=== design 1 ===
Design 1, placed cells, one colour a class:
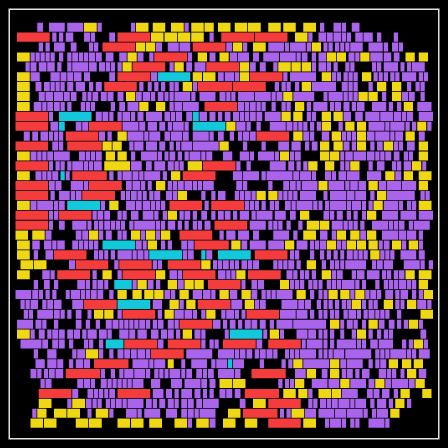

===== config.mk =====
export PLATFORM = sky130hd
export DESIGN_NAME = move_scheduler_flat
export DESIGN_NICKNAME = d
export VERILOG_FILES = /design/src/rtl/move_scheduler_if.sv /design/src/rtl/move_scheduler.sv /design/src/flat_wrapper.sv
export SDC_FILE = /design/constraint.sdc
export NUM_CORES = 1
export LEC_CHECK = 0
export ABC_AREA = 1
export CAP_MARGIN = 10
export CORE_UTILIZATION = 60
export CTS_CLUSTER_DIAMETER = 150
export DETAILED_ROUTE_END_ITERATION = 12
export HOLD_SLACK_MARGIN = 0.15
export PLACE_DENSITY = 0.82
export SLEW_MARGIN = 5
export SYNTH_ARGS = -nofsm -noshare
export SYNTH_HDL_FRONTEND = slang
export SYNTH_SLANG_ARGS = --single-unit

===== constraint.sdc =====
create_clock -name clk -period 5.8 [get_ports clk]
set_input_delay 0.58 -clock clk [delete_from_list [all_inputs] [get_ports clk]]
set_output_delay 0.58 -clock clk [all_outputs]
set_load 0.01 [all_outputs]

===== src/rtl/move_scheduler_if.sv =====
// Bundle of the scheduler's control, map-port and status signals.
//   master : stimulus side (drives load/active/tick/keys/boss_en/map_wall)
//   slave  : move_scheduler (drives map address, positions, busy/done/caught)
interface move_scheduler_if;
    logic       load;
    logic       active;
    logic       tick;
    logic       dir_up;
    logic       dir_left;
    logic       dir_down;
    logic       dir_right;
    logic       boss_en;
    logic [8:0] map_x;
    logic [8:0] map_y;
    logic       map_wall;
    logic [8:0] player_x;
    logic [8:0] player_y;
    logic [8:0] boss_x;
    logic [8:0] boss_y;
    logic       busy;
    logic       done;
    logic       caught;

    modport master (
        output load, active, tick, dir_up, dir_left, dir_down, dir_right,
               boss_en, map_wall,
        input  map_x, map_y, player_x, player_y, boss_x, boss_y,
               busy, done, caught
    );

    modport slave (
        input  load, active, tick, dir_up, dir_left, dir_down, dir_right,
               boss_en, map_wall,
        output map_x, map_y, player_x, player_y, boss_x, boss_y,
               busy, done, caught
    );
endinterface


===== src/rtl/move_scheduler.sv =====
// Per-tick movement scheduler for a player and a chasing boss that share a
// single wall-map lookup port. Each round checks the player's candidate
// square, optionally (every BOSS_DIV rounds) the boss's candidate square,
// then pulses done and updates the sticky caught flag.
//   clk  : clock
//   rst  : asynchronous active-high reset
//   bus  : move_scheduler_if.slave
//          in : load, active, tick, dir_up/left/down/right, boss_en, map_wall
//          out: map_x/map_y, player_x/y, boss_x/y, busy, done, caught
//
// state | meaning
// IDLE  | waiting for a qualifying tick; map address shows the player
// P_REQ | player candidate presented on the map port
// P_CHK | map_wall sampled; player commits if the square is free
// B_REQ | boss candidate presented on the map port
// B_CHK | map_wall sampled; boss commits if the square is free
// DONE  | done pulse; caught evaluated on committed positions
module move_scheduler #(
    parameter int STEP     = 4,
    parameter int X_MAX    = 304,
    parameter int Y_MAX    = 224,
    parameter int P_X0     = 16,
    parameter int P_Y0     = 16,
    parameter int B_X0     = 288,
    parameter int B_Y0     = 208,
    parameter int HIT      = 12,
    parameter int BOSS_DIV = 2
) (
    input logic            clk,
    input logic            rst,
    move_scheduler_if.slave bus
);

    typedef enum logic [2:0] {IDLE, P_REQ, P_CHK, B_REQ, B_CHK, DONE} state_t;

    localparam logic [8:0] STEP9    = 9'(STEP);
    localparam logic [9:0] STEP10   = 10'(STEP);
    localparam logic [8:0] XLIM9    = 9'(X_MAX - STEP);
    localparam logic [8:0] YLIM9    = 9'(Y_MAX - STEP);
    localparam logic [8:0] PX0      = 9'(P_X0);
    localparam logic [8:0] PY0      = 9'(P_Y0);
    localparam logic [8:0] BX0      = 9'(B_X0);
    localparam logic [8:0] BY0      = 9'(B_Y0);
    localparam logic [9:0] HIT10    = 10'(HIT);
    localparam logic [7:0] DIV_LAST = 8'(BOSS_DIV - 1);

    state_t     state_q, state_d;
    logic [7:0] div_q;
    logic [8:0] px_q, py_q, bx_q, by_q;
    logic [8:0] map_x_q, map_y_q;
    logic       done_q, caught_q;

    logic [8:0] p_cand_x, p_cand_y;
    logic [8:0] p_eff_x, p_eff_y;
    logic [8:0] b_cand_x, b_cand_y;
    logic signed [9:0] bdx, bdy, cdx, cdy;
    logic [9:0] badx, bady, cadx, cady;
    logic [8:0] bstep_x, bstep_y;
    logic       boss_turn, close;

    // Player candidate: one direction by priority, blocked at the field edge.
    always_comb begin
        p_cand_x = px_q;
        p_cand_y = py_q;
        if (bus.dir_up) begin
            if (py_q >= STEP9) p_cand_y = py_q - STEP9;
        end else if (bus.dir_down) begin
            if (py_q <= YLIM9) p_cand_y = py_q + STEP9;
        end else if (bus.dir_left) begin
            if (px_q >= STEP9) p_cand_x = px_q - STEP9;
        end else if (bus.dir_right) begin
            if (px_q <= XLIM9) p_cand_x = px_q + STEP9;
        end
    end

    // In P_CHK the player commit lands on the same edge that launches the
    // boss request, so the boss aims at the position the player ends up at.
    always_comb begin
        p_eff_x  = bus.map_wall ? px_q : map_x_q;
        p_eff_y  = bus.map_wall ? py_q : map_y_q;
        bdx      = $signed({1'b0, p_eff_x}) - $signed({1'b0, bx_q});
        bdy      = $signed({1'b0, p_eff_y}) - $signed({1'b0, by_q});
        badx     = bdx[9] ? $unsigned(-bdx) : $unsigned(bdx);
        bady     = bdy[9] ? $unsigned(-bdy) : $unsigned(bdy);
        // Clamp so the boss lands on, never past, the player coordinate.
        bstep_x  = (badx < STEP10) ? badx[8:0] : STEP9;
        bstep_y  = (bady < STEP10) ? bady[8:0] : STEP9;
        b_cand_x = bx_q;
        b_cand_y = by_q;
        if (badx >= bady && badx != 10'd0) begin
            b_cand_x = bdx[9] ? bx_q - bstep_x : bx_q + bstep_x;
        end else if (bady != 10'd0) begin
            b_cand_y = bdy[9] ? by_q - bstep_y : by_q + bstep_y;
        end
    end

    always_comb begin
        cdx   = $signed({1'b0, px_q}) - $signed({1'b0, bx_q});
        cdy   = $signed({1'b0, py_q}) - $signed({1'b0, by_q});
        cadx  = cdx[9] ? $unsigned(-cdx) : $unsigned(cdx);
        cady  = cdy[9] ? $unsigned(-cdy) : $unsigned(cdy);
        close = (cadx < HIT10) && (cady < HIT10);
    end

    assign boss_turn = bus.boss_en && (div_q == DIV_LAST);

    always_comb begin
        state_d = state_q;
        case (state_q)
            IDLE:    if (bus.tick && bus.active) state_d = P_REQ;
            P_REQ:   state_d = P_CHK;
            P_CHK:   state_d = boss_turn ? B_REQ : DONE;
            B_REQ:   state_d = B_CHK;
            B_CHK:   state_d = DONE;
            DONE:    state_d = IDLE;
            default: state_d = IDLE;
        endcase
        if (bus.load) state_d = IDLE;
    end

    always_ff @(posedge clk or posedge rst) begin
        if (rst) begin
            state_q <= IDLE;
        end else begin
            state_q <= state_d;
        end
    end

    always_ff @(posedge clk or posedge rst) begin
        if (rst) begin
            div_q    <= '0;
            px_q     <= PX0;
            py_q     <= PY0;
            bx_q     <= BX0;
            by_q     <= BY0;
            map_x_q  <= PX0;
            map_y_q  <= PY0;
            done_q   <= 1'b0;
            caught_q <= 1'b0;
        end else if (bus.load) begin
            div_q    <= '0;
            px_q     <= PX0;
            py_q     <= PY0;
            bx_q     <= BX0;
            by_q     <= BY0;
            map_x_q  <= PX0;
            map_y_q  <= PY0;
            done_q   <= 1'b0;
            caught_q <= 1'b0;
        end else begin
            done_q <= (state_d == DONE);
            case (state_q)
                IDLE: begin
                    if (state_d == P_REQ) begin
                        map_x_q <= p_cand_x;
                        map_y_q <= p_cand_y;
                    end else begin
                        map_x_q <= px_q;
                        map_y_q <= py_q;
                    end
                end
                P_CHK: begin
                    if (!bus.map_wall) begin
                        px_q <= map_x_q;
                        py_q <= map_y_q;
                    end
                    div_q <= (div_q == DIV_LAST) ? 8'd0 : div_q + 8'd1;
                    if (boss_turn) begin
                        map_x_q <= b_cand_x;
                        map_y_q <= b_cand_y;
                    end else begin
                        map_x_q <= p_eff_x;
                        map_y_q <= p_eff_y;
                    end
                end
                B_CHK: begin
                    if (!bus.map_wall) begin
                        bx_q <= map_x_q;
                        by_q <= map_y_q;
                    end
                    map_x_q <= px_q;
                    map_y_q <= py_q;
                end
                DONE: begin
                    caught_q <= caught_q | close;
                end
                default: begin
                end
            endcase
        end
    end

    assign bus.map_x    = map_x_q;
    assign bus.map_y    = map_y_q;
    assign bus.player_x = px_q;
    assign bus.player_y = py_q;
    assign bus.boss_x   = bx_q;
    assign bus.boss_y   = by_q;
    assign bus.busy     = (state_q != IDLE);
    assign bus.done     = done_q;
    assign bus.caught   = caught_q;

endmodule


===== src/flat_wrapper.sv =====
// flat-port wrapper written by rule: the top's interface ports become plain ports
module move_scheduler_flat 
#(
    parameter int STEP     = 4,
    parameter int X_MAX    = 304,
    parameter int Y_MAX    = 224,
    parameter int P_X0     = 16,
    parameter int P_Y0     = 16,
    parameter int B_X0     = 288,
    parameter int B_Y0     = 208,
    parameter int HIT      = 12,
    parameter int BOSS_DIV = 2
)
  (clk, rst, bus_load, bus_active, bus_tick, bus_dir_up, bus_dir_left, bus_dir_down, bus_dir_right, bus_boss_en, bus_map_wall, bus_map_x, bus_map_y, bus_player_x, bus_player_y, bus_boss_x, bus_boss_y, bus_busy, bus_done, bus_caught);
  move_scheduler_if bus_i ();
  input logic clk;
  input logic rst;
  input wire logic [$bits(bus_i.load)-1:0] bus_load;
  input wire logic [$bits(bus_i.active)-1:0] bus_active;
  input wire logic [$bits(bus_i.tick)-1:0] bus_tick;
  input wire logic [$bits(bus_i.dir_up)-1:0] bus_dir_up;
  input wire logic [$bits(bus_i.dir_left)-1:0] bus_dir_left;
  input wire logic [$bits(bus_i.dir_down)-1:0] bus_dir_down;
  input wire logic [$bits(bus_i.dir_right)-1:0] bus_dir_right;
  input wire logic [$bits(bus_i.boss_en)-1:0] bus_boss_en;
  input wire logic [$bits(bus_i.map_wall)-1:0] bus_map_wall;
  output wire logic [$bits(bus_i.map_x)-1:0] bus_map_x;
  output wire logic [$bits(bus_i.map_y)-1:0] bus_map_y;
  output wire logic [$bits(bus_i.player_x)-1:0] bus_player_x;
  output wire logic [$bits(bus_i.player_y)-1:0] bus_player_y;
  output wire logic [$bits(bus_i.boss_x)-1:0] bus_boss_x;
  output wire logic [$bits(bus_i.boss_y)-1:0] bus_boss_y;
  output wire logic [$bits(bus_i.busy)-1:0] bus_busy;
  output wire logic [$bits(bus_i.done)-1:0] bus_done;
  output wire logic [$bits(bus_i.caught)-1:0] bus_caught;
  assign bus_i.load = bus_load;
  assign bus_i.active = bus_active;
  assign bus_i.tick = bus_tick;
  assign bus_i.dir_up = bus_dir_up;
  assign bus_i.dir_left = bus_dir_left;
  assign bus_i.dir_down = bus_dir_down;
  assign bus_i.dir_right = bus_dir_right;
  assign bus_i.boss_en = bus_boss_en;
  assign bus_i.map_wall = bus_map_wall;
  assign bus_map_x = bus_i.map_x;
  assign bus_map_y = bus_i.map_y;
  assign bus_player_x = bus_i.player_x;
  assign bus_player_y = bus_i.player_y;
  assign bus_boss_x = bus_i.boss_x;
  assign bus_boss_y = bus_i.boss_y;
  assign bus_busy = bus_i.busy;
  assign bus_done = bus_i.done;
  assign bus_caught = bus_i.caught;
  move_scheduler #(.STEP(STEP), .X_MAX(X_MAX), .Y_MAX(Y_MAX), .P_X0(P_X0), .P_Y0(P_Y0), .B_X0(B_X0), .B_Y0(B_Y0), .HIT(HIT), .BOSS_DIV(BOSS_DIV)) u_core (.clk(clk), .rst(rst), .bus(bus_i));
endmodule

=== design 2 ===
File: config.mk
export PLATFORM = sky130hd
export DESIGN_NAME = seq_divider_flat
export DESIGN_NICKNAME = d
export VERILOG_FILES = /design/src/rtl/seq_divider_pkg.sv /design/src/rtl/seq_divider_if.sv /design/src/rtl/seq_divider_div_step.sv /design/src/rtl/seq_divider.sv /design/src/flat_wrapper.sv
export SDC_FILE = /design/constraint.sdc
export NUM_CORES = 1
export LEC_CHECK = 0
export ABC_AREA = 0
export CAP_MARGIN = 40
export CORE_ASPECT_RATIO = 0.6
export CORE_MARGIN = 1
export CORE_UTILIZATION = 45
export DETAILED_ROUTE_END_ITERATION = 10
export PLACE_DENSITY_LB_ADDON = 0.12
export SYNTH_ARGS = -nofsm -noshare
export SYNTH_HDL_FRONTEND = slang
export SYNTH_SLANG_ARGS = --single-unit
File: constraint.sdc
create_clock -name clk -period 2 [get_ports clk]
set_input_delay 0.4 -clock clk [delete_from_list [all_inputs] [get_ports clk]]
set_output_delay 0.4 -clock clk [all_outputs]
set_load 0.01 [all_outputs]
File: src/rtl/seq_divider_pkg.sv
// -----------------------------------------------------------------------------
// seq_divider_pkg
// Shared types and helpers for the sequential radix-2 restoring divider.
//   div_state_t : controller states IDLE -> LOAD -> ITER -> FIX -> DONE
//   div_flags_t : ALU-style result flags {overflow, car, dbz}
//   abs_n()     : two's-complement magnitude on a fixed ABS_W-bit carrier;
//                 callers zero-extend an N-bit operand (N <= ABS_W) and
//                 truncate the result back to N bits.
// -----------------------------------------------------------------------------
package seq_divider_pkg;

  typedef enum logic [2:0] {
    IDLE = 3'd0,
    LOAD = 3'd1,
    ITER = 3'd2,
    FIX  = 3'd3,
    DONE = 3'd4
  } div_state_t;

  typedef struct packed {
    logic overflow;
    logic car;
    logic dbz;
  } div_flags_t;

  localparam int ABS_W = 32;

  // Negating the zero-extended value and keeping the low N bits gives the
  // N-bit magnitude; for MIN this is 2^(N-1), which still fits unsigned.
  function automatic logic [ABS_W-1:0] abs_n(input logic [ABS_W-1:0] v,
                                             input logic             neg);
    return neg ? ({ABS_W{1'b0}} - v) : v;
  endfunction

endpackage

File: src/rtl/seq_divider_if.sv
// -----------------------------------------------------------------------------
// seq_divider_if
// Issue/result bundle between the ALU issue logic (master) and the divider
// (slave).
//   start, signed_op, A, B : request and operands (master -> slave)
//   busy, done             : status (slave -> master)
//   out, rem               : quotient and remainder (rem only when
//                            SEQ_DIV_REM_EN is defined)
//   overflow, car, dbz     : result flags
// -----------------------------------------------------------------------------
interface seq_divider_if #(
  parameter int N = 8
) ();

  logic         start;
  logic         signed_op;
  logic [N-1:0] A;
  logic [N-1:0] B;
  logic         busy;
  logic         done;
  logic [N-1:0] out;
`ifdef SEQ_DIV_REM_EN
  logic [N-1:0] rem;
`endif
  logic         overflow;
  logic         car;
  logic         dbz;

  modport master (
    output start, signed_op, A, B,
    input  busy, done, out,
`ifdef SEQ_DIV_REM_EN
    input  rem,
`endif
    input  overflow, car, dbz
  );

  modport slave (
    input  start, signed_op, A, B,
    output busy, done, out,
`ifdef SEQ_DIV_REM_EN
    output rem,
`endif
    output overflow, car, dbz
  );

endinterface

File: src/rtl/seq_divider_div_step.sv
// -----------------------------------------------------------------------------
// div_step
// One combinational restoring-division iteration.
//   prem_in_i  : partial remainder before the shift (N+1 bits)
//   dvd_msb_i  : dividend bit shifted into the partial remainder
//   divisor_i  : divisor magnitude (N bits)
//   prem_out_o : partial remainder after the conditional subtract
//   q_bit_o    : quotient bit produced this iteration
// -----------------------------------------------------------------------------
module div_step #(
  parameter int N = 8
) (
  input  logic [N:0]   prem_in_i,
  input  logic         dvd_msb_i,
  input  logic [N-1:0] divisor_i,
  output logic [N:0]   prem_out_o,
  output logic         q_bit_o
);

  logic [N:0] shifted_s;
  logic       ge_s;

  // Shift in the next dividend bit and subtract the divisor when it fits.
  always_comb begin
    shifted_s = {prem_in_i[N-1:0], dvd_msb_i};
    // A set bit shifted out of the top guarantees the true value >= divisor.
    ge_s      = prem_in_i[N] | (shifted_s >= {1'b0, divisor_i});
    if (ge_s) begin
      prem_out_o = shifted_s - {1'b0, divisor_i};
    end else begin
      prem_out_o = shifted_s;
    end
    q_bit_o = ge_s;
  end

endmodule

File: src/rtl/seq_divider.sv
// -----------------------------------------------------------------------------
// seq_divider
// Multi-cycle radix-2 restoring integer divider, signed or unsigned per op.
//   clk  : clock, rising edge
//   rst  : synchronous active-high reset; aborts any operation in flight
//   bus  : seq_divider_if.slave (start/operands in, busy/done/results/flags out)
// Timing: start accepted on cycle 0 in IDLE or DONE; done pulses on cycle N+3
// (cycle 2 for a zero divisor). Results and flags are registered and change
// only on the done cycle.
// Optional: SEQ_DIV_REM_EN adds the remainder output and its sign fix-up.
// -----------------------------------------------------------------------------
module seq_divider
  import seq_divider_pkg::*;
#(
  parameter int N = 8
) (
  input logic          clk,
  input logic          rst,
  seq_divider_if.slave bus
);

  localparam int CNT_W = $clog2(N + 1);

  div_state_t   state_q, state_d;
  logic         busy_q, done_q;
  logic [N-1:0] op_a_q, op_b_q;
  logic         op_signed_q;
  logic [N-1:0] dvd_q;
  logic [N:0]   prem_q;
  logic [N-1:0] bmag_q;
  logic [CNT_W-1:0] cnt_q;
  logic         qneg_q, ovf_q;
  logic [N-1:0] out_q;
  div_flags_t   flags_q;
`ifdef SEQ_DIV_REM_EN
  logic         rneg_q;
  logic [N-1:0] rem_q;
`endif

  logic         accept_s, b_zero_s, min_neg1_s;
  logic [N:0]   prem_nx_s;
  logic         q_bit_s;

  assign accept_s   = bus.start && ((state_q == IDLE) || (state_q == DONE));
  assign b_zero_s   = (op_b_q == {N{1'b0}});
  assign min_neg1_s = op_signed_q && (op_a_q == {1'b1, {(N-1){1'b0}}})
                      && (op_b_q == {N{1'b1}});

  div_step #(.N(N)) u_step (
    .prem_in_i  (prem_q),
    .dvd_msb_i  (dvd_q[N-1]),
    .divisor_i  (bmag_q),
    .prem_out_o (prem_nx_s),
    .q_bit_o    (q_bit_s)
  );

  // Controller next-state logic.
  always_comb begin
    state_d = state_q;
    case (state_q)
      IDLE: begin
        if (bus.start) state_d = LOAD;
        else           state_d = IDLE;
      end
      LOAD: begin
        if (b_zero_s) state_d = DONE;
        else          state_d = ITER;
      end
      ITER: begin
        if (cnt_q == CNT_W'(1)) state_d = FIX;
        else                    state_d = ITER;
      end
      FIX:  state_d = DONE;
      DONE: begin
        if (bus.start) state_d = LOAD;
        else           state_d = IDLE;
      end
      default: state_d = IDLE;
    endcase
  end

  // State register plus registered busy/done status decoded from next state.
  always_ff @(posedge clk) begin
    if (rst) begin
      state_q <= IDLE;
      busy_q  <= 1'b0;
      done_q  <= 1'b0;
    end else begin
      state_q <= state_d;
      busy_q  <= (state_d == LOAD) || (state_d == ITER) || (state_d == FIX);
      done_q  <= (state_d == DONE);
    end
  end

  // Datapath: operand capture, iteration registers and result registers.
  always_ff @(posedge clk) begin
    if (rst) begin
      op_a_q      <= {N{1'b0}};
      op_b_q      <= {N{1'b0}};
      op_signed_q <= 1'b0;
      dvd_q       <= {N{1'b0}};
      prem_q      <= {(N+1){1'b0}};
      bmag_q      <= {N{1'b0}};
      cnt_q       <= {CNT_W{1'b0}};
      qneg_q      <= 1'b0;
      ovf_q       <= 1'b0;
      out_q       <= {N{1'b0}};
      flags_q     <= '{overflow: 1'b0, car: 1'b0, dbz: 1'b0};
`ifdef SEQ_DIV_REM_EN
      rneg_q      <= 1'b0;
      rem_q       <= {N{1'b0}};
`endif
    end else begin
      if (accept_s) begin
        op_a_q      <= bus.A;
        op_b_q      <= bus.B;
        op_signed_q <= bus.signed_op;
      end
      case (state_q)
        LOAD: begin
          dvd_q  <= N'(abs_n(ABS_W'(op_a_q), op_signed_q & op_a_q[N-1]));
          bmag_q <= N'(abs_n(ABS_W'(op_b_q), op_signed_q & op_b_q[N-1]));
          qneg_q <= op_signed_q & (op_a_q[N-1] ^ op_b_q[N-1]);
          ovf_q  <= min_neg1_s;
          prem_q <= {(N+1){1'b0}};
          cnt_q  <= CNT_W'(N);
`ifdef SEQ_DIV_REM_EN
          rneg_q <= op_signed_q & op_a_q[N-1];
`endif
          // Zero divisor skips the iterations and publishes results directly.
          if (b_zero_s) begin
            out_q   <= {N{1'b1}};
            flags_q <= '{overflow: 1'b0, car: 1'b0, dbz: 1'b1};
`ifdef SEQ_DIV_REM_EN
            rem_q   <= op_a_q;
`endif
          end
        end
        ITER: begin
          dvd_q  <= {dvd_q[N-2:0], q_bit_s};
          prem_q <= prem_nx_s;
          cnt_q  <= cnt_q - CNT_W'(1);
        end
        FIX: begin
          // MIN / -1 wraps naturally: magnitude 2^(N-1) negated is MIN again.
          out_q   <= qneg_q ? ({N{1'b0}} - dvd_q) : dvd_q;
          flags_q <= '{overflow: ovf_q, car: 1'b0, dbz: 1'b0};
`ifdef SEQ_DIV_REM_EN
          rem_q   <= rneg_q ? ({N{1'b0}} - prem_q[N-1:0]) : prem_q[N-1:0];
`endif
        end
        default: begin
        end
      endcase
    end
  end

  assign bus.busy     = busy_q;
  assign bus.done     = done_q;
  assign bus.out      = out_q;
  assign bus.overflow = flags_q.overflow;
  assign bus.car      = flags_q.car;
  assign bus.dbz      = flags_q.dbz;
`ifdef SEQ_DIV_REM_EN
  assign bus.rem      = rem_q;
`endif

endmodule

File: src/flat_wrapper.sv
// flat-port wrapper written by rule: the top's interface ports become plain ports
module seq_divider_flat import seq_divider_pkg::*;
#(
  parameter int N = 8
)
  (clk, rst, bus_start, bus_signed_op, bus_A, bus_B, bus_busy, bus_done, bus_out, bus_overflow, bus_car, bus_dbz);
  seq_divider_if #(.N(N)) bus_i ();
  input logic clk;
  input logic rst;
  input wire logic [$bits(bus_i.start)-1:0] bus_start;
  input wire logic [$bits(bus_i.signed_op)-1:0] bus_signed_op;
  input wire logic [$bits(bus_i.A)-1:0] bus_A;
  input wire logic [$bits(bus_i.B)-1:0] bus_B;
  output wire logic [$bits(bus_i.busy)-1:0] bus_busy;
  output wire logic [$bits(bus_i.done)-1:0] bus_done;
  output wire logic [$bits(bus_i.out)-1:0] bus_out;
  output wire logic [$bits(bus_i.overflow)-1:0] bus_overflow;
  output wire logic [$bits(bus_i.car)-1:0] bus_car;
  output wire logic [$bits(bus_i.dbz)-1:0] bus_dbz;
  assign bus_i.start = bus_start;
  assign bus_i.signed_op = bus_signed_op;
  assign bus_i.A = bus_A;
  assign bus_i.B = bus_B;
  assign bus_busy = bus_i.busy;
  assign bus_done = bus_i.done;
  assign bus_out = bus_i.out;
  assign bus_overflow = bus_i.overflow;
  assign bus_car = bus_i.car;
  assign bus_dbz = bus_i.dbz;
  seq_divider #(.N(N)) u_core (.clk(clk), .rst(rst), .bus(bus_i));
endmodule
=== design 3 ===
[src/rtl/mem_responder.sv]
// Single-word request/response responder driving an asynchronous SRAM with WAIT_STATES extra access cycles.
// Optional feature: define MEM_RESP_POSTED_WRITE_EN to signal write completion in the first ACCESS cycle.
module mem_responder #(
  parameter int MEM_ADDR_WIDTH = 20,
  parameter int DATA_WIDTH     = 16,
  parameter int WAIT_STATES    = 2
) (
  input  logic                      clk,
  input  logic                      rst,
  input  logic [MEM_ADDR_WIDTH-1:0] mem_addr,
  input  logic [DATA_WIDTH-1:0]     mem_data_in,
  input  logic                      mem_r_en,
  input  logic                      mem_w_en,
  output logic [DATA_WIDTH-1:0]     mem_data_out,
  output logic                      mem_rdy,
  output logic                      mem_cplt,
  output logic [MEM_ADDR_WIDTH-1:0] sram_addr,
  output logic [DATA_WIDTH-1:0]     sram_dq_out,
  output logic                      sram_dq_oe,
  input  logic [DATA_WIDTH-1:0]     sram_dq_in,
  output logic                      sram_ce_n,
  output logic                      sram_oe_n,
  output logic                      sram_we_n
);

`ifdef MEM_RESP_POSTED_WRITE_EN
  localparam bit POSTED_WR = 1'b1;
`else
  localparam bit POSTED_WR = 1'b0;
`endif
  localparam logic [3:0] WS_LOAD = 4'(WAIT_STATES);

  typedef enum logic [1:0] {IDLE, ACCESS, RECOVER} state_t;

  typedef struct packed {
    logic                      wr;
    logic [MEM_ADDR_WIDTH-1:0] addr;
    logic [DATA_WIDTH-1:0]     data;
  } req_t;

  state_t                    state_q;
  logic [3:0]                cnt_q, cnt_d;
  logic                      wr_q;
  logic                      rdy_q, cplt_q;
  logic [DATA_WIDTH-1:0]     rdata_q;
  logic [MEM_ADDR_WIDTH-1:0] addr_q;
  logic [DATA_WIDTH-1:0]     dq_out_q;
  logic                      dq_oe_q, ce_n_q, oe_n_q, we_n_q;

  req_t req;
  logic req_vld, accept;

  // The closing edge of RECOVER also accepts, so back-to-back accesses
  // sustain one transfer per WAIT_STATES+2 cycles.
  always_comb begin
    req.wr   = mem_w_en;
    req.addr = mem_addr;
    req.data = mem_data_in;
    req_vld  = mem_r_en | mem_w_en;
    accept   = req_vld & (((state_q == IDLE) & rdy_q) | (state_q == RECOVER));
    cnt_d    = cnt_q - 4'd1;
  end

  always_ff @(posedge clk or negedge rst) begin
    if (!rst) begin
      state_q  <= IDLE;
      cnt_q    <= '0;
      wr_q     <= 1'b0;
      rdy_q    <= 1'b0;
      cplt_q   <= 1'b0;
      rdata_q  <= '0;
      addr_q   <= '0;
      dq_out_q <= '0;
      dq_oe_q  <= 1'b0;
      ce_n_q   <= 1'b1;
      oe_n_q   <= 1'b1;
      we_n_q   <= 1'b1;
    end else begin
      case (state_q)
        IDLE: begin
          rdy_q  <= 1'b1;
          cplt_q <= 1'b0;
        end
        ACCESS: begin
          if (cnt_q == 4'd0) begin
            state_q <= RECOVER;
            oe_n_q  <= 1'b1;
            we_n_q  <= 1'b1;
            cplt_q  <= ~(POSTED_WR & wr_q);
            if (!wr_q) rdata_q <= sram_dq_in;
          end else begin
            cnt_q  <= cnt_d;
            cplt_q <= 1'b0;
          end
        end
        RECOVER: begin
          state_q <= IDLE;
          rdy_q   <= 1'b1;
          cplt_q  <= 1'b0;
          ce_n_q  <= 1'b1;
          dq_oe_q <= 1'b0;
        end
        default: begin
          state_q <= IDLE;
          ce_n_q  <= 1'b1;
          oe_n_q  <= 1'b1;
          we_n_q  <= 1'b1;
          dq_oe_q <= 1'b0;
        end
      endcase

      // Write wins when both enables are high.
      if (accept) begin
        state_q <= ACCESS;
        cnt_q   <= WS_LOAD;
        wr_q    <= req.wr;
        rdy_q   <= 1'b0;
        cplt_q  <= POSTED_WR & req.wr;
        addr_q  <= req.addr;
        ce_n_q  <= 1'b0;
        oe_n_q  <= req.wr;
        we_n_q  <= ~req.wr;
        dq_oe_q <= req.wr;
        if (req.wr) dq_out_q <= req.data;
      end
    end
  end

  assign mem_data_out = rdata_q;
  assign mem_rdy      = rdy_q;
  assign mem_cplt     = cplt_q;
  assign sram_addr    = addr_q;
  assign sram_dq_out  = dq_out_q;
  assign sram_dq_oe   = dq_oe_q;
  assign sram_ce_n    = ce_n_q;
  assign sram_oe_n    = oe_n_q;
  assign sram_we_n    = we_n_q;

endmodule

[config.mk]
export PLATFORM = sky130hd
export DESIGN_NAME = mem_responder
export DESIGN_NICKNAME = d
export VERILOG_FILES = /design/src/rtl/mem_responder.sv
export SDC_FILE = /design/constraint.sdc
export NUM_CORES = 1
export LEC_CHECK = 0
export ABC_CLOCK_PERIOD_IN_PS = 3500
export CORE_MARGIN = 8
export CORE_UTILIZATION = 45
export CTS_BUF_LIST = sky130_fd_sc_hd__clkbuf_16
export DETAILED_ROUTE_END_ITERATION = 8
export PLACE_DENSITY = 0.85
export REMOVE_ABC_BUFFERS = 1
export SYNTH_ARGS = -nofsm -noshare
export SYNTH_HDL_FRONTEND = slang
export SYNTH_SLANG_ARGS = --single-unit
[constraint.sdc]
create_clock -name clk -period 3.5 [get_ports clk]
set_input_delay 0.7 -clock clk [delete_from_list [all_inputs] [get_ports clk]]
set_output_delay 0.7 -clock clk [all_outputs]
set_load 0.01 [all_outputs]
=== design 4 ===
### src/rtl/uart_pkg.sv
// rtl/uart_pkg.sv - shared UART frame constants and receiver state encoding
package uart_pkg;

  typedef enum logic [1:0] {
    IDLE  = 2'd0,
    START = 2'd1,
    DATA  = 2'd2,
    STOP  = 2'd3
  } rx_state_e;

  localparam logic START_BIT = 1'b0;
  localparam logic STOP_BIT  = 1'b1;
  localparam logic IDLE_BIT  = 1'b1;

endpackage

### src/rtl/uart_sync.sv
// rtl/uart_sync.sv - two-flop synchronizer for an asynchronous input
module uart_sync #(
  parameter logic RESET_VAL = 1'b1
) (
  input  logic clk,
  input  logic reset,
  input  logic d,
  output logic q
);

  logic meta_q, meta_d;
  logic sync_q, sync_d;

  always_comb begin
    meta_d = d;
    sync_d = meta_q;
  end

  always_ff @(posedge clk) begin
    if (reset) begin
      meta_q <= RESET_VAL;
      sync_q <= RESET_VAL;
    end else begin
      meta_q <= meta_d;
      sync_q <= sync_d;
    end
  end

  assign q = sync_q;

endmodule

### src/rtl/uart_rx.sv
// rtl/uart_rx.sv - oversampling 8N1 serial receiver with mid-bit sampling
module uart_rx #(
  parameter int DATA_WIDTH   = 8,
  parameter int CLKS_PER_BIT = 16
) (
  input  logic                  clk,
  input  logic                  reset,
  input  logic                  ser_in,
  output logic [DATA_WIDTH-1:0] dout,
  output logic                  valid,
  output logic                  frame_err,
  output logic                  busy
);

  import uart_pkg::*;

  localparam int CW = $clog2(CLKS_PER_BIT);
  localparam int BW = (DATA_WIDTH > 1) ? $clog2(DATA_WIDTH) : 1;
  localparam logic [CW-1:0] CNT_LAST = CW'(CLKS_PER_BIT - 1);
  localparam logic [CW-1:0] CNT_HALF = CW'(CLKS_PER_BIT / 2 - 1);
  localparam logic [BW-1:0] BIT_LAST = BW'(DATA_WIDTH - 1);

  logic                  rx_s;
  logic                  rx_d_q, rx_d_d;
  rx_state_e             state_q, state_d;
  logic [CW-1:0]         cnt_q, cnt_d;
  logic [BW-1:0]         bit_idx_q, bit_idx_d;
  logic [DATA_WIDTH-1:0] shreg_q, shreg_d;
  logic [DATA_WIDTH-1:0] dout_q, dout_d;
  logic                  valid_q, valid_d;
  logic                  ferr_q, ferr_d;
  logic                  start_edge;
  logic                  cnt_last;
  logic                  cnt_half;

  uart_sync #(.RESET_VAL(IDLE_BIT)) u_sync (
    .clk   (clk),
    .reset (reset),
    .d     (ser_in),
    .q     (rx_s)
  );

  // Only a high-to-low transition starts a frame, so a held-low line stays quiet.
  assign start_edge = (rx_d_q == IDLE_BIT) && (rx_s == START_BIT);
  assign cnt_last   = (cnt_q == CNT_LAST);
  assign cnt_half   = (cnt_q == CNT_HALF);
  assign rx_d_d     = rx_s;

  always_ff @(posedge clk) begin
    if (reset) begin
      rx_d_q    <= IDLE_BIT;
      state_q   <= IDLE;
      cnt_q     <= '0;
      bit_idx_q <= '0;
      shreg_q   <= '0;
      dout_q    <= '0;
      valid_q   <= 1'b0;
      ferr_q    <= 1'b0;
    end else begin
      rx_d_q    <= rx_d_d;
      state_q   <= state_d;
      cnt_q     <= cnt_d;
      bit_idx_q <= bit_idx_d;
      shreg_q   <= shreg_d;
      dout_q    <= dout_d;
      valid_q   <= valid_d;
      ferr_q    <= ferr_d;
    end
  end

  always_comb begin
    state_d   = state_q;
    cnt_d     = cnt_q + 1'b1;
    bit_idx_d = bit_idx_q;
    shreg_d   = shreg_q;
    case (state_q)
      IDLE: begin
        cnt_d = '0;
        if (start_edge) state_d = START;
      end
      START: begin
        if (cnt_half) begin
          cnt_d     = '0;
          bit_idx_d = '0;
          state_d   = (rx_s == START_BIT) ? DATA : IDLE;
        end
      end
      DATA: begin
        if (cnt_last) begin
          cnt_d   = '0;
          shreg_d = {rx_s, shreg_q[DATA_WIDTH-1:1]};
          if (bit_idx_q == BIT_LAST) state_d = STOP;
          else bit_idx_d = bit_idx_q + 1'b1;
        end
      end
      STOP: begin
        if (cnt_last) begin
          cnt_d   = '0;
          state_d = IDLE;
        end
      end
      default: state_d = IDLE;
    endcase
  end

  always_comb begin
    dout_d  = dout_q;
    valid_d = 1'b0;
    ferr_d  = 1'b0;
    if (state_q == STOP && cnt_last) begin
      if (rx_s == STOP_BIT) begin
        valid_d = 1'b1;
        dout_d  = shreg_q;
      end else begin
        ferr_d = 1'b1;
      end
    end
  end

  assign dout      = dout_q;
  assign valid     = valid_q;
  assign frame_err = ferr_q;
  assign busy      = (state_q != IDLE);

endmodule
### config.mk
export PLATFORM = sky130hd
export DESIGN_NAME = uart_rx
export DESIGN_NICKNAME = d
export VERILOG_FILES = /design/src/rtl/uart_pkg.sv /design/src/rtl/uart_sync.sv /design/src/rtl/uart_rx.sv
export SDC_FILE = /design/constraint.sdc
export NUM_CORES = 1
export LEC_CHECK = 0
export CORE_MARGIN = 4
export CORE_UTILIZATION = 54
export CTS_CLUSTER_DIAMETER = 200
export DETAILED_ROUTE_END_ITERATION = 8
export PLACE_DENSITY_LB_ADDON = 0.3
export SYNTH_ARGS = -nofsm -noshare
export SYNTH_HDL_FRONTEND = slang
export SYNTH_SLANG_ARGS = --single-unit
### constraint.sdc
create_clock -name clk -period 1.8 [get_ports clk]
set_clock_uncertainty 0.05 [all_clocks]
set_input_delay 0.45 -clock clk [delete_from_list [all_inputs] [get_ports clk]]
set_output_delay 0.45 -clock clk [all_outputs]
set_load 0.01 [all_outputs]
Design 3, power grid:
Bar = 20 um. Pins as bars on the die edge.
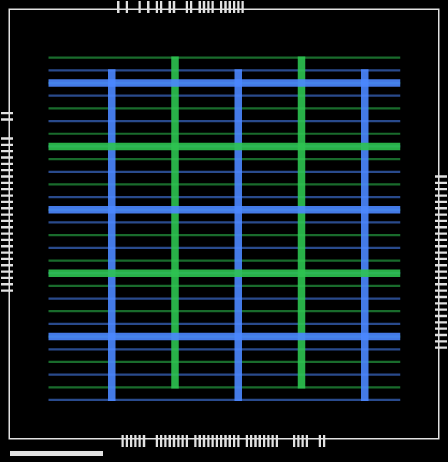
- blue: VSS
- green: VDD
- rows: 27
- met1 rails: 28
- met5 straps: 5
- signal pins: 114

==> metrics.log, design 3 <==
[flow] summary of implementation run
[metrics] run status: completed
[metrics] CP Buf/Inv Count: 2
[metrics] Clock Latency Late Sink: around 0.32 ns
[metrics] power consumed by combinational cells: 1.74 mW
[metrics] mux contribution to synthesized area: roughly 25%
[metrics] drt first pass iters: 4
[metrics] number of instances in the synthesized netlist: 168
[metrics] post-layout period usage: around three fifths
[metrics] power dissipated by switching net loads: 1.21 mW
[metrics] net count of the finished layout: 348
[metrics] vias after detailed routing: 1805
[metrics] aggregate global-route resource usage: 16.3%
[metrics] Logic area: between 800 and 900 um2
[metrics] sequential share of cell area: 40.0%
[metrics] uppermost metal layer occupied by signal nets: met4
[metrics] number of buffers other than clock buffers in the final layout: 117
[metrics] most numerous logic cell after layout: sky130_fd_sc_hd__clkdlybuf4s50_1
[metrics] die footprint: 0.00843 mm2
[metrics] Clk pwr share: 21.6%
[metrics] relative area of clock buffers and inverters in the final design: 7.04%
[metrics] average wire per cell in the routed design: 18.2 um
[metrics] post-CTS setup buffer count: 0
[metrics] number of I/O port buffers: 113
[metrics] final HPWL from detailed placement: 4.82 mm
[metrics] Worst Setup Path Type: reg2reg
[metrics] P_int: 2.75 mW
[metrics] XOR/XNOR share of the synthesized area: 0%
## design 3: flip-flops by register name, summed over array words and instances (netlist names)
signal        count
sram_addr        20
mem_data_out     16
sram_dq_out      16
cnt_q             4
state_q           2
mem_cplt          1
mem_rdy           1
sram_ce_n         1
sram_dq_oe        1
sram_oe_n         1
sram_we_n         1
wr_q              1
## design 3: final timing paths
check | from | end | slack [ns] | depth (start not counted)
max reg2reg | cnt_q[0]$_DFFE_PN0P_ | mem_data_out[0]$_DFFE_PN0P_ | 1.37 | 6
max | cnt_q[0]$_DFFE_PN0P_ | mem_data_out[0]$_DFFE_PN0P_ | 1.37 | 6
min reg2reg | sram_ce_n$_DFFE_PN1P_ | sram_ce_n$_DFFE_PN1P_ | 0.48 | 2
min in group asynchronous | rst | mem_data_out[10]$_DFFE_PN0P_ | 0.53 | 1
max in group asynchronous | rst | sram_we_n$_DFFE_PN1P_ | 2.14 | 2
min | sram_ce_n$_DFFE_PN1P_ | sram_ce_n$_DFFE_PN1P_ | 0.48 | 2
## design 3: metrics by stage
step	cell area [um2]	power, mW
after floorplan	2540	2.16
after global placement	3780	3.05
after detailed placement	3780	3.12
after CTS	4070	4.00
after global routing	4070	4.17
final	4070	3.96
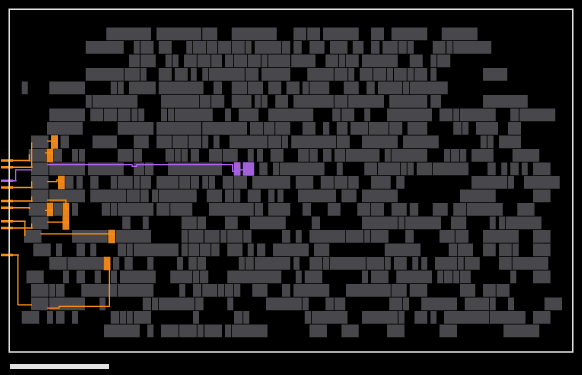
Design 2: wires at chosen ports, followed through buffers
Bar = 20 um.
- purple: bus_start (bits 1; direction input; end cells 2; buffers 1; wire 48.1 um)
- orange: bus_B (bits 8; direction input; end cells 8; buffers 8; wire 108 um)

Design 2, track usage over the die:
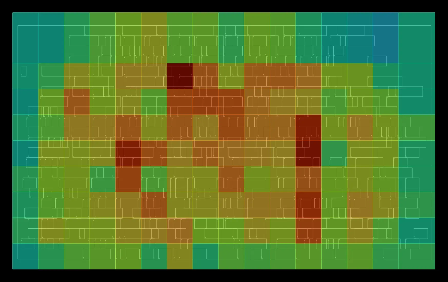
aggregate global-route resource usage: 22.6%
met1 track demand over resource in global routing: 33.9%
average wire per cell in the routed design: 15.0 um
fraction of the core area covered by cells at the end of the flow: 63.5%
met2 Use GR: 30.8%

==> metrics.log, design 2 <==
[flow] summary of implementation run
[metrics] run status: finished, violations left
[metrics] violated checks: negative setup slack
[metrics] chain of cells forming the critical path: inv_2 > ha_4 > fa_2 > or2b_1 > a21oi_2 > buf_4 > o211ai_1 > o211ai_1 > o211ai_1
[metrics] number of failing setup endpoints in the final timing report: 2
[metrics] mux contribution to synthesized area: 0.300%
[metrics] overall power: approximately 4.2 mW
[metrics] number of routed nets with antenna violations: 0
[metrics] number of global-route vias before repair: 2599
[metrics] family with the most delay on the worst path: AND-OR/OR-AND gates
[metrics] total negative slack: -0.0394 ns
[metrics] setup repair after global routing missed its margin: true
[metrics] Final Worst Setup Slack: -0.0389 ns
[metrics] cell at the root of the clock tree: sky130_fd_sc_hd__clkbuf_16
[metrics] peak fanout along the critical path: 3
[metrics] final period demand of the worst path: 2.04 ns
[metrics] biggest power consumer among the groups: clock
[metrics] kind of end point of the critical path: flip-flop
[metrics] number of flops mapped to enable cells by yosys: 0
[metrics] CTS Hold Buffers Added: 0
[metrics] Synth Net Count: 444
[metrics] uppermost metal layer occupied by signal nets: met4
[metrics] first element of the critical path: u_core.dvd_q[7]$_SDFFE_PP0P_
[metrics] combinational share of power: 24.0%
## design 2: per-stage QoR
step | hold WS, ns | utilization [%]
2_1_floorplan | 0.432 | -
5_1_grt | 0.443 | 63.5
3_3_place_gp | 0.443 | 55.3
4_1_cts | 0.430 | 60.9
3_5_place_dp | 0.452 | 55.3
6_report | 0.437 | 63.5
## design 2: logic make-up (layout without fill, tap and decap cells)
logic type                 count (synthesis)  in the layout
xor gates and xnor gates                  19             19
adders and majority gates                 15             15
and+or+nand+nor                          161            161
other                                      1              1
buffers and inverters                     44             98
AOI/OAI and AO/OA                        105            105
DFF                                       63             63
muxes                                      1              1
## design 2: state kept, by name, summed over array words and instances (netlist names), 3 cells and up
signal and cells:
u_core.prem_q 9, u_core.bmag_q 8, u_core.bus.out 8, u_core.dvd_q 8, u_core.op_a_q 8, u_core.op_b_q 8
u_core.cnt_q 4, u_core.state_q 3
## design 2: timing repair
item	CTS	global route
resized	7	30
pin swaps	2	11
gates cloned	0	0
setup endpoints to repair	6	7
buffers inserted	1	8
## design 2: cell type report
class	count	area, um2
fill	602	2530
multi-input combinational	302	2050
sequential	63	1270
timing repair buffer	62	538
clock buffer	14	284
tap	100	125
inverter	20	75.1
clock inverter	2	60.1
Design 4, wires at chosen ports, followed through buffers:
Bar = 20 um.
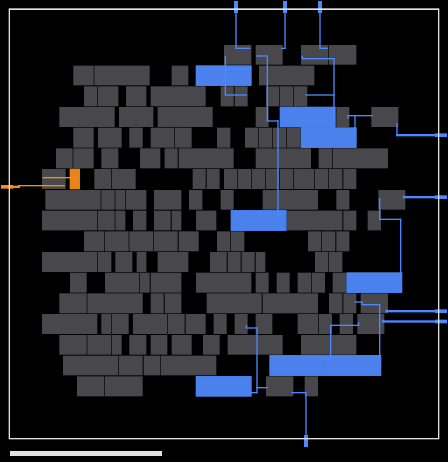
- blue: dout (bits 8; direction output; end cells 8; buffers 8; wire 152 um)
- orange: busy (bits 1; direction output; end cells 1; buffers 1; wire 11.2 um)

==> metrics.log, design 4 <==
[flow] summary of implementation run
[metrics] run status: completed
[metrics] fraction of the core area covered by cells at the end of the flow: 65.6%
[metrics] CTS Hold Buffers Added: 0
[metrics] leakage dissipation: between 0.4 and 0.5 nW
[metrics] primary flip-flop cell chosen by synthesis mapping: sky130_fd_sc_hd__dfxtp_1
[metrics] DRT iter0 DRCs: 28
[metrics] met3 track utilization from global routing: 4.18%
[metrics] cell at the root of the clock tree: sky130_fd_sc_hd__clkbuf_4
[metrics] type of origin of the critical path: flip-flop
[metrics] unique cell type count in the Yosys netlist: 37
[metrics] filler-free cell count of the finished design: between 150 and 200
[metrics] final HPWL from detailed placement: 1.65 mm
[metrics] kind of end point of the critical path: primary output
[metrics] number of flops mapped to enable cells by yosys: 0
[metrics] net count of the finished layout: 162
[metrics] placeable core region: around 0.0022 mm2
[metrics] Synth Net Count: about 150
[metrics] total clock buffers created by CTS: 5
[metrics] overall power: 1.10 mW
[metrics] Antenna diodes: 0
[metrics] Syn. warnings: 0
## design 4: report_power, final
part           internal [mW]  total [mW]  switching (mW)  leakage, nW
Clock                  0.176       0.379           0.203       0.0302
Sequential             0.668       0.671         0.00337        0.242
Combinational         0.0201      0.0510          0.0309        0.227
## design 4: path summary, 6_finish.rpt
path / cells after the start / start / endpoint
worst max-delay path: 1 / dout[6]$_SDFFE_PP0P_ / dout[6]
worst min-delay path: 1 / u_sync.meta_q$_SDFF_PP1_ / u_sync.q$_SDFF_PP1_
worst max register to register: 4 / state_q[0]$_SDFFE_PP0P_ / bit_idx_q[2]$_SDFFE_PP0P_
worst min register to register: 1 / u_sync.meta_q$_SDFF_PP1_ / u_sync.q$_SDFF_PP1_
## design 4: final cells by class
type	count	area, um2	area share (%)
clock buffers	6	51.3	3.54
inverters	5	18.8	1.29
multi-input cells	95	571	39.3
flip-flops and latches	30	601	41.4
well taps	28	35.0	2.42
repair buffers	19	174	12.0
## design 4: flip-flops by register name (all words and copies together), names as in the netlist, named ones only
name and flops:
frame_err 1, valid 1, bit_idx_q 3, rx_d_q 1, u_sync.meta_q 1, state_q 1
shreg_q 8, u_sync.q 1, cnt_q 4, dout 8
Design 1, wires at chosen ports, followed through buffers:
Bar = 20 um.
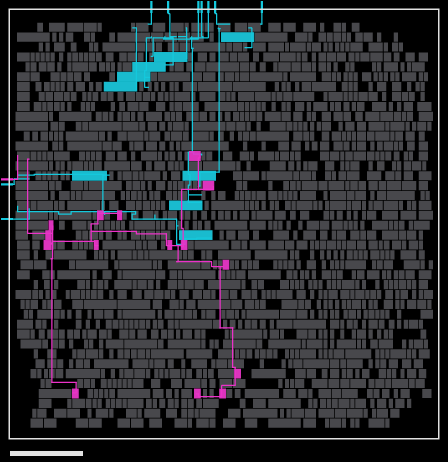
- cyan: bus_map_x (bits 9; direction output; end cells 9; buffers 9; wire 369 um)
- magenta: bus_load (bits 1; direction input; end cells 15; buffers 1; wire 256 um)

## Picture notes: 'placed cells, one colour a class' of design 1
- red: registers (cells 67)
- purple: remaining logic cells (cells 1168)
- yellow: remaining buffers and delay cells (cells 231)
- cyan: clock drivers and dummy loads (cells 16)

==> metrics.log, design 1 <==
[flow] summary of implementation run
[metrics] Final Worst Setup Slack: around 0.34 ns
[metrics] cell accounting for the most synthesized area: sky130_fd_sc_hd__dfrtp_1
[metrics] Worst Reg2Reg Path Length in Cells: roughly 40
[metrics] Post-Syn Area per Cell: approximately 6.4 um2
[metrics] clock tree from TritonCTS: built
[metrics] power consumed by combinational cells: 1.39 mW
[metrics] sequential fraction of the synthesis area: between 20% and 30%
[metrics] most numerous logic cell after layout: sky130_fd_sc_hd__nand2_1
[metrics] net count of the finished layout: 1567
[metrics] buffering overhead: 18.4%
[metrics] fraction of area in multi-input gates: 53.1%
[metrics] width of the die: 118 um
[metrics] final HPWL from detailed placement: 20.7 mm
[metrics] DRC: 0
[metrics] async set or reset register ratio after synthesis: 100%
[metrics] Detail Route met2 WL: 12.4 mm
[metrics] cell at the root of the clock tree: sky130_fd_sc_hd__clkbuf_16
[metrics] run status: completed
[metrics] biggest power consumer among the groups: combinational cells
[metrics] leading cell types by count after synthesis: sky130_fd_sc_hd__nand2_1 (326), sky130_fd_sc_hd__inv_1 (206), sky130_fd_sc_hd__nor2_1 (100), sky130_fd_sc_hd__o21ai_0 (86), sky130_fd_sc_hd__nand3_1 (85)
[metrics] vias after detailed routing: 9706
[metrics] number of global-route vias before repair: 9104
[metrics] busiest layer in global routing: met2
-- design 1: logic make-up after synthesis --
family / share of synthesized area (%)
adder cells (fa/ha/maj): 12.9
AND-OR/OR-AND: 16.7
flip-flops: 21.0
buffers and inverters: 11.5
AND/OR/NAND/NOR: 34.6
XOR/XNOR: 3.28
-- design 1: tightest hold or removal path, cell delays in order (launching register included) --
cell and delay [ns]:
sky130_fd_sc_hd__dfrtp_1 0.37, sky130_fd_sc_hd__inv_1 0.05, sky130_fd_sc_hd__a21oi_1 0.06
-- design 1: per-stage QoR --
| stage | cell area (um2) | util (%) | std cells | setup TNS (ns) |
|---|---|---|---|---|
| 2_1_floorplan | 8020 | - | 1258 | 0 |
| 3_3_place_gp | 10000 | 78.2 | 1638 | -2.69 |
| 3_5_place_dp | 10000 | 78.2 | 1638 | -4.24 |
| 4_1_cts | 10300 | 80.4 | 1654 | 0 |
| 5_1_grt | 10400 | 81.2 | 1654 | -0.0564 |
| 6_report | 10400 | 81.2 | 1654 | 0 |


==> notes/layouts.md <==
Pictures saved along the way, in no particular order.

Cell area per tile.
panel A
Bar = 20 um. 11 x 7 tiles, from black (low) to pale yellow (high), 0 to 100% covered.
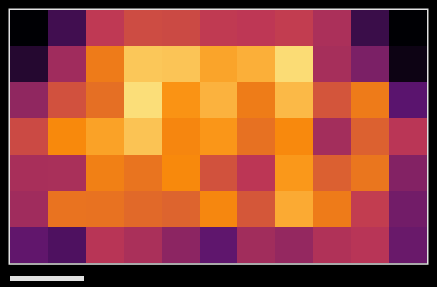
panel B
Bar = 20 um. 12 x 12 tiles, from black (low) to pale yellow (high), 0 to 100% covered.
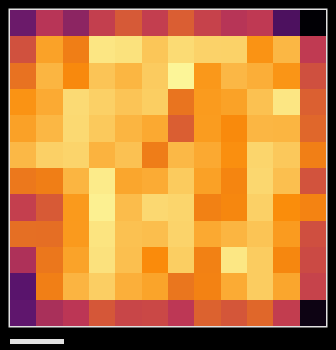
panel C
Bar = 20 um. 11 x 11 tiles, from black (low) to pale yellow (high), 0 to 100% covered.
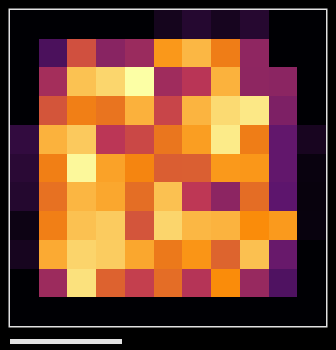
panel D
Bar = 20 um. 9 x 9 tiles, from black (low) to pale yellow (high), 0 to 100% covered.
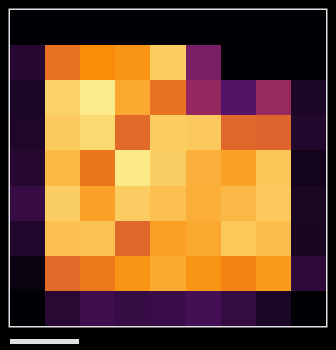
The one with the largest die is panel B.
Design 3 is panel D.
Design 2 is panel A.
Design 1 is panel B.
Design 4 is panel C.

No activity file was given, so power comes from the tool's default toggle rates.
